######## fcs_tx_gen ########
### Where the registers sit, fcs_tx_gen

Other sequential cells in the stronger gray, the rest of the logic in the fainter gray.
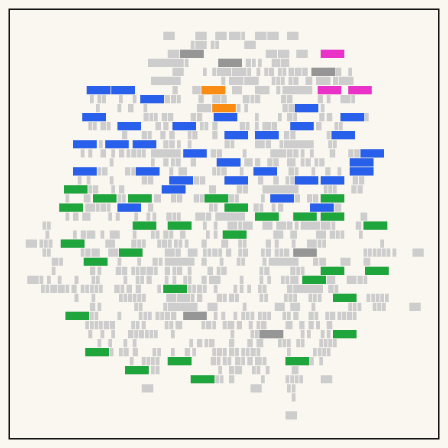

==> src/rtl/eth_pkg.sv <==
// eth_pkg: shared CRC-32 constants and FCS generator state encoding
package eth_pkg;

    localparam logic [31:0] CRC32_POLY_REFL  = 32'hEDB8_8320;
    localparam logic [31:0] CRC32_INIT       = 32'hFFFF_FFFF;
    localparam int          PREAMBLE_LEN_DEF = 8;

    typedef enum logic [1:0] {IDLE, SKIP, ACCUM, EMIT} fcs_state_t;

endpackage

==> src/rtl/fcs_tx_gen_crc32_d8.sv <==
// crc32_d8: combinational reflected CRC-32 update over one byte, LSB first
module crc32_d8
    import eth_pkg::*;
(
    input  logic [31:0] crc_in,
    input  logic [7:0]  d,
    output logic [31:0] crc_out
);

    // unroll eight serial shift/XOR steps into one parallel update
    always_comb begin
        crc_out = crc_in;
        for (int i = 0; i < 8; i++)
            crc_out = (crc_out >> 1) ^ ((crc_out[0] ^ d[i]) ? CRC32_POLY_REFL : 32'h0);
    end

endmodule

==> src/rtl/fcs_tx_gen.sv <==
// fcs_tx_gen: snoops the TX mux byte stream and emits the Ethernet FCS; optional FCS_TX_ERR_INJ_EN enables byte-0 corruption
module fcs_tx_gen
    import eth_pkg::*;
#(
    parameter int PREAMBLE_LEN = PREAMBLE_LEN_DEF
)
(
    input  logic       aclk,
    input  logic       areset,
    input  logic       frame_start,
    input  logic       data_valid,
    input  logic [7:0] data_in,
    input  logic       fcs_start,
    input  logic       fcs_corrupt,
    output logic [7:0] fcs_tx_data,
    output logic       fcs_tx_done,
    output logic       fcs_busy
);

    localparam logic [2:0] SKIP_LAST = 3'(PREAMBLE_LEN - 1);

    fcs_state_t  state_q, state_d;
    logic [2:0]  cnt_q, cnt_d;
    logic [1:0]  idx_q, idx_d;
    logic [31:0] crc_q, crc_d;
    logic [31:0] fcs_q, fcs_d;
    logic        post_q, post_d;
    logic [31:0] crc_upd, crc_next, inj;

    crc32_d8 u_crc (
        .crc_in  (crc_q),
        .d       (data_in),
        .crc_out (crc_upd)
    );

    assign crc_next = data_valid ? crc_upd : crc_q;

`ifdef FCS_TX_ERR_INJ_EN
    assign inj = {24'h0, {8{fcs_corrupt}}};
`else
    logic unused_corrupt;
    assign unused_corrupt = fcs_corrupt;
    assign inj = 32'h0;
`endif

    // next-state: frame_start restarts from any state and overrides fcs_start
    always_comb begin
        state_d = state_q;
        cnt_d   = cnt_q;
        idx_d   = idx_q;
        crc_d   = crc_q;
        fcs_d   = fcs_q;
        post_d  = fcs_tx_done;
        if (frame_start) begin
            state_d = SKIP;
            cnt_d   = 3'd0;
            crc_d   = CRC32_INIT;
        end else begin
            case (state_q)
                SKIP: begin
                    if (fcs_start) begin
                        state_d = EMIT;
                        idx_d   = 2'd0;
                        fcs_d   = ~crc_q ^ inj;
                    end else if (data_valid) begin
                        cnt_d   = cnt_q + 3'd1;
                        state_d = (cnt_q == SKIP_LAST) ? ACCUM : SKIP;
                    end
                end
                ACCUM: begin
                    crc_d = crc_next;
                    if (fcs_start) begin
                        state_d = EMIT;
                        idx_d   = 2'd0;
                        fcs_d   = ~crc_next ^ inj;
                    end
                end
                EMIT: begin
                    idx_d   = idx_q + 2'd1;
                    state_d = (idx_q == 2'd3) ? IDLE : EMIT;
                end
                default: ;
            endcase
        end
    end

    // state registers with synchronous reset
    always_ff @(posedge aclk) begin
        if (areset) begin
            state_q <= IDLE;
            cnt_q   <= 3'd0;
            idx_q   <= 2'd0;
            crc_q   <= CRC32_INIT;
            fcs_q   <= 32'h0;
            post_q  <= 1'b0;
        end else begin
            state_q <= state_d;
            cnt_q   <= cnt_d;
            idx_q   <= idx_d;
            crc_q   <= crc_d;
            fcs_q   <= fcs_d;
            post_q  <= post_d;
        end
    end

    assign fcs_tx_data = (state_q == EMIT) ? fcs_q[8*idx_q +: 8] : 8'h00;
    assign fcs_tx_done = (state_q == EMIT) && (idx_q == 2'd3);
    assign fcs_busy    = (state_q != IDLE) || post_q;

endmodule
==> config.mk <==
export PLATFORM = sky130hd
export DESIGN_NAME = fcs_tx_gen
export DESIGN_NICKNAME = d
export VERILOG_FILES = /design/src/rtl/eth_pkg.sv /design/src/rtl/fcs_tx_gen_crc32_d8.sv /design/src/rtl/fcs_tx_gen.sv
export SDC_FILE = /design/constraint.sdc
export NUM_CORES = 1
export LEC_CHECK = 0
export ABC_AREA = 1
export CAP_MARGIN = 20
export CORE_MARGIN = 4
export CORE_UTILIZATION = 30
export DETAILED_ROUTE_END_ITERATION = 16
export GPL_ROUTABILITY_DRIVEN = 0
export MAX_ROUTING_LAYER = met4
export PLACE_DENSITY = 0.58
export RECOVER_POWER = 100
export SYNTH_ARGS = -nofsm -noshare
export SYNTH_HDL_FRONTEND = slang
export SYNTH_SLANG_ARGS = --single-unit
==> constraint.sdc <==
create_clock -name aclk -period 4.9 [get_ports aclk]
set_input_delay 0.49 -clock aclk [delete_from_list [all_inputs] [get_ports aclk]]
set_output_delay 0.49 -clock aclk [all_outputs]
set_load 0.05 [all_outputs]
######## mem_arbiter ########
--- src/rtl/mem_arbiter.sv ---
// Two-requester (CPU, host) arbiter for a single synchronous memory port.
// Each access takes 2 cycles: a grant cycle, then a response cycle. Round-robin on ties; host_lock blocks the CPU.
module mem_arbiter #(
   parameter int ADDR_W = 32,
   parameter int DATA_W = 32
) (
   input  logic              clk,
   input  logic              reset,
   input  logic              cpu_re,
   input  logic              cpu_we,
   input  logic [ADDR_W-1:0] cpu_addr,
   input  logic [DATA_W-1:0] cpu_wdata,
   output logic [DATA_W-1:0] cpu_rdata,
   output logic              cpu_ready,
   input  logic              host_re,
   input  logic              host_we,
   input  logic [ADDR_W-1:0] host_addr,
   input  logic [DATA_W-1:0] host_wdata,
   output logic [DATA_W-1:0] host_rdata,
   output logic              host_ready,
   input  logic              host_lock,
   output logic              mem_re,
   output logic              mem_we,
   output logic [ADDR_W-1:0] mem_addr,
   output logic [DATA_W-1:0] mem_wdata,
   input  logic [DATA_W-1:0] mem_rdata,
   output logic              cpu_stall
);

   localparam logic [1:0] S_IDLE      = 2'd0;
   localparam logic [1:0] S_RESP_CPU  = 2'd1;
   localparam logic [1:0] S_RESP_HOST = 2'd2;

   localparam logic G_CPU  = 1'b0;
   localparam logic G_HOST = 1'b1;

   logic [1:0] r_state;
   logic       r_last_grant;
   logic       r_was_write;

   logic w_cpu_req;
   logic w_host_req;
   logic w_cpu_elig;
   logic w_idle;
   logic w_grant_cpu;
   logic w_grant_host;

   assign w_cpu_req  = cpu_re | cpu_we;
   assign w_host_req = host_re | host_we;
   assign w_cpu_elig = w_cpu_req & ~host_lock;

   // Reset kills the grant outright, so a write in the grant cycle never reaches memory.
   assign w_idle       = (r_state == S_IDLE) & ~reset;
   assign w_grant_cpu  = w_idle & w_cpu_elig & (~w_host_req | (r_last_grant == G_HOST));
   assign w_grant_host = w_idle & w_host_req & ~w_grant_cpu;

   always_comb begin
      mem_re    = 1'b0;
      mem_we    = 1'b0;
      mem_addr  = '0;
      mem_wdata = '0;
      if (w_grant_cpu) begin
         mem_re    = cpu_re & ~cpu_we;
         mem_we    = cpu_we;
         mem_addr  = cpu_addr;
         mem_wdata = cpu_wdata;
      end else if (w_grant_host) begin
         mem_re    = host_re & ~host_we;
         mem_we    = host_we;
         mem_addr  = host_addr;
         mem_wdata = host_wdata;
      end
   end

   assign cpu_ready  = ~reset & (r_state == S_RESP_CPU);
   assign host_ready = ~reset & (r_state == S_RESP_HOST);
   assign cpu_rdata  = (cpu_ready & ~r_was_write) ? mem_rdata : '0;
   assign host_rdata = (host_ready & ~r_was_write) ? mem_rdata : '0;
   assign cpu_stall  = w_cpu_req & ~cpu_ready;

   always_ff @(posedge clk) begin
      if (reset) begin
         r_state      <= S_IDLE;
         r_last_grant <= G_HOST;
         r_was_write  <= 1'b0;
      end else begin
         case (r_state)
            S_IDLE: begin
               if (w_grant_cpu) begin
                  r_state      <= S_RESP_CPU;
                  r_last_grant <= G_CPU;
                  r_was_write  <= cpu_we;
               end else if (w_grant_host) begin
                  r_state      <= S_RESP_HOST;
                  r_last_grant <= G_HOST;
                  r_was_write  <= host_we;
               end
            end
            default: r_state <= S_IDLE;
         endcase
      end
   end

endmodule

--- config.mk ---
export PLATFORM = sky130hd
export DESIGN_NAME = mem_arbiter
export DESIGN_NICKNAME = d
export VERILOG_FILES = /design/src/rtl/mem_arbiter.sv
export SDC_FILE = /design/constraint.sdc
export NUM_CORES = 1
export LEC_CHECK = 0
export CORE_AREA = 4 4 113 115
export DETAILED_ROUTE_END_ITERATION = 7
export DIE_AREA = 0 0 117 119
export PLACE_DENSITY_LB_ADDON = 0.05
export SLEW_MARGIN = 30
export SYNTH_ARGS = -nofsm -noshare
export SYNTH_HDL_FRONTEND = slang
export SYNTH_SLANG_ARGS = --single-unit
--- constraint.sdc ---
create_clock -name clk -period 4.2 [get_ports clk]
set_input_delay 0.63 -clock clk [delete_from_list [all_inputs] [get_ports clk]]
set_output_delay 0.63 -clock clk [all_outputs]
set_load 0.01 [all_outputs]
### Ports around the boundary, mem_arbiter

Pins as bars across the die edge, other pins in gray.
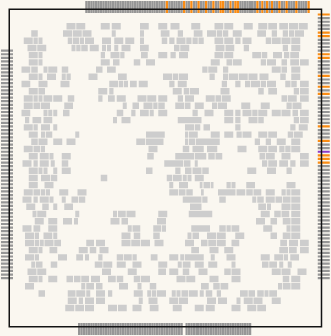
Purple is reset, pins 1, direction input, edge right. Orange is cpu_rdata, pins 32, direction output, edge 19 top, 13 right.
All pins by edge: 92 top, 74 right, 70 bottom, 64 left.
Die H: 119 µm
die width: 117 µm
IO Port Bufs: 299

==> impl_metrics.py, mem_arbiter <==
# Synthesis and PnR figures
metrics = {
    "cts": {
        "clk_pin_slew_ps": 30,
        "cts-hold-fix-buffers": 0,
        "h-tree-depth": 1,
        "cts_buffer_depth": 2,
        "cts_tree": "built",
    },
    "detailed_routing": {
        "highest-signal-layer": "met4",
        "dr_wl_met3_mm": 1.17,
        "wirelength_mm": 13.8,
    },
    "critical_path": {
        "slowest_delay_ps": 660,
    },
    "timing": {
        "setup_tns_ps": 0,
        "finalHoldViolCount": 0,
    },
    "finish": {
        "fin_cells": 752,
        "area_growth_pct": 142,
        "fin_util": 0.450,
    },
    "power": {
        "peakVddDrop_mv": 0.113,
    },
    "synthesis": {
        "yosys.area.top_type_share": 0.222,
        "ys_sh_aoi": 0.466,
        "yosys-top-cells-count": "65 x nand3_1, 65 x o211ai_1, 64 x and2_1",
        "synth_seq_share": 0.0365,
    },
    "outcome": {
        "outcome": "complete, no violations",
    },
    "placed_design": {
        "place_ws_ps": 761,
        "dpl.cell_count": 747,
    },
}
[mem_arbiter: area by class of cell]
class                   instances  area, µm²
fillers                      1207       6490
repair buffers                310       3100
multi-input cells             285       1870
well taps                     147        184
flip-flops and latches          4       80.1
clock buffers                   3       75.1
inverters                       2       7.51
diodes                          1       2.50
[mem_arbiter: power by group]
part | switching (mW) | internal (mW)
Sequential | 0.00369 | 0.0416
Combinational | 0.227 | 0.312
Clock | 0.0287 | 0.122
Total | 0.260 | 0.475
[mem_arbiter: registers in the layout, summed over array words and instances, names as in the netlist]
name,count
r_state,2
r_last_grant,1
r_was_write,1
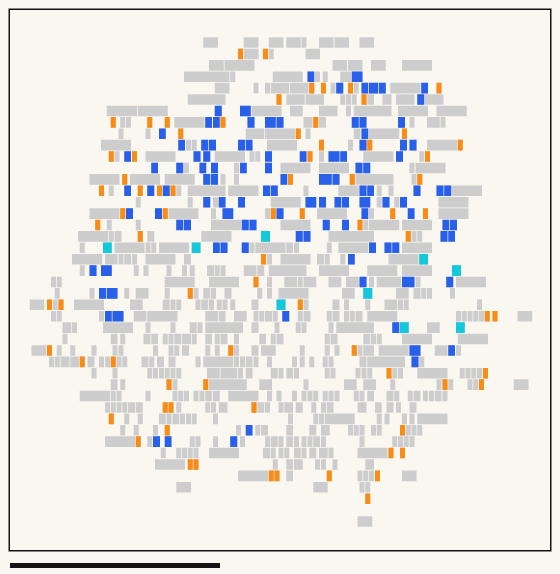
*Gate-type map, fcs_tx_gen*
Scale bar: 50 µm.
Orange is inv cells, cells 76. Cyan is and/or cells, cells 9. Blue is aoi and oai cells, cells 112.

Notes on 'Where the registers sit' of fcs_tx_gen above:
Blue is fcs_q, sequential cells 32. Magenta is cnt_q, sequential cells 3. Orange is idx_q, sequential cells 2. Green is crc_q, sequential cells 29.
Seq/total area: 0.286
utilization after layout: 0.358
P_seq: 0.627 mW

==> impl_metrics.py, fcs_tx_gen <==
# Synthesis and PnR figures
metrics = {
    "synthesis": {
        "synth-async-reset-ratio": 0,
        "ys_sh_aoi": 0.140,
    },
    "critical_path": {
        "crit_chain": "inv_1, ha_1, nand2_1, clkbuf_1, clkinv_1, clkbuf_1, nand3_1, o21ai_1, or2_1",
        "critical_path_class": "flop to flop",
        "reg2reg_depth": 9,
    },
    "power": {
        "power.density_cell_area_nw_per_um2": 321,
        "switching_power_mw": 0.464,
        "clkPwrFrac": 0.451,
        "p_int_mw": 1.16,
    },
    "global_route": {
        "grt-ovfl-total": 0,
        "use_met1": 0.215,
    },
    "cts": {
        "cts_tree": "built",
        "clk_pin_slew_ps": 60,
    },
    "timing": {
        "slew_viol_final": 85,
        "max_freq_mhz": 256,
    },
    "worst_hold_path": {
        "worstHoldEndpoint": "cnt_q[1]",
    },
    "flow_run": {
        "max_cap_violations": 3,
    },
    "finish": {
        "clock_buffers": 10,
        "final_layout_top_logic_cell": "nand2_1",
        "top_regs": "fcs_q: 32 flops, crc_q: 29 flops, cnt_q: 3 flops",
    },
    "outcome": {
        "violations": "capacitance limit, slew limit",
        "outcome": "finished, violations left",
    },
    "floorplan": {
        "die_w_um": 129,
    },
}
==> fcs_tx_gen: cell usage after synthesis (2+ instances only) <==
cell / count
nand2_1: 266
dfxtp_1: 72
nand3_1: 71
inv_1: 67
a21oi_1: 48
o21ai_0: 44
nor2_1: 28
xor2_1: 16
clkbuf_1: 13
nand2_2: 10
buf_2: 9
ha_1: 8
inv_2: 8
o211ai_1: 8
o21ai_1: 6
or2_1: 5
or2_2: 4
a211oi_1: 3
xnor2_1: 3
buf_4: 2
nand3_2: 2
nand4_1: 2


==> layout pictures side by side <==
Signal wires by layer.
panel A
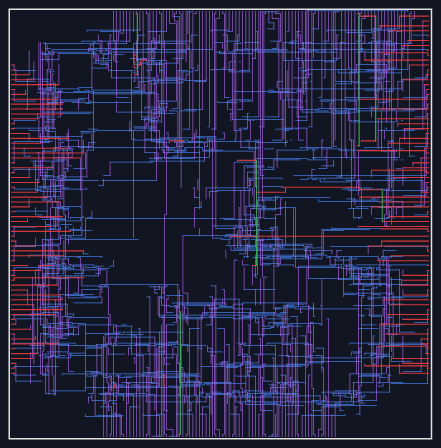
panel B
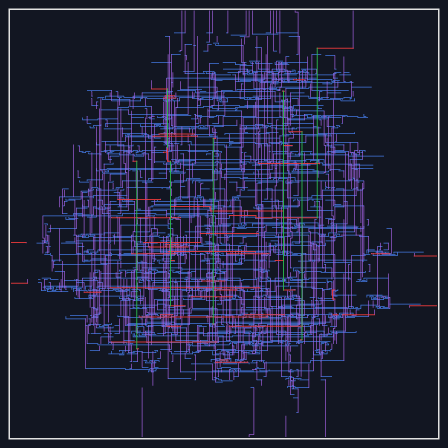
| picture | from |
|---|---|
| panel B | fcs_tx_gen |
| panel A | mem_arbiter |

Key to panel A:
Purple is M2, wire length 7,180 µm. Blue is M1, wire length 5,250 µm. Green is M4, wire length 161 µm. Red is M3, wire length 1,170 µm.

No activity file was given, so power comes from the tool's default toggle rates.
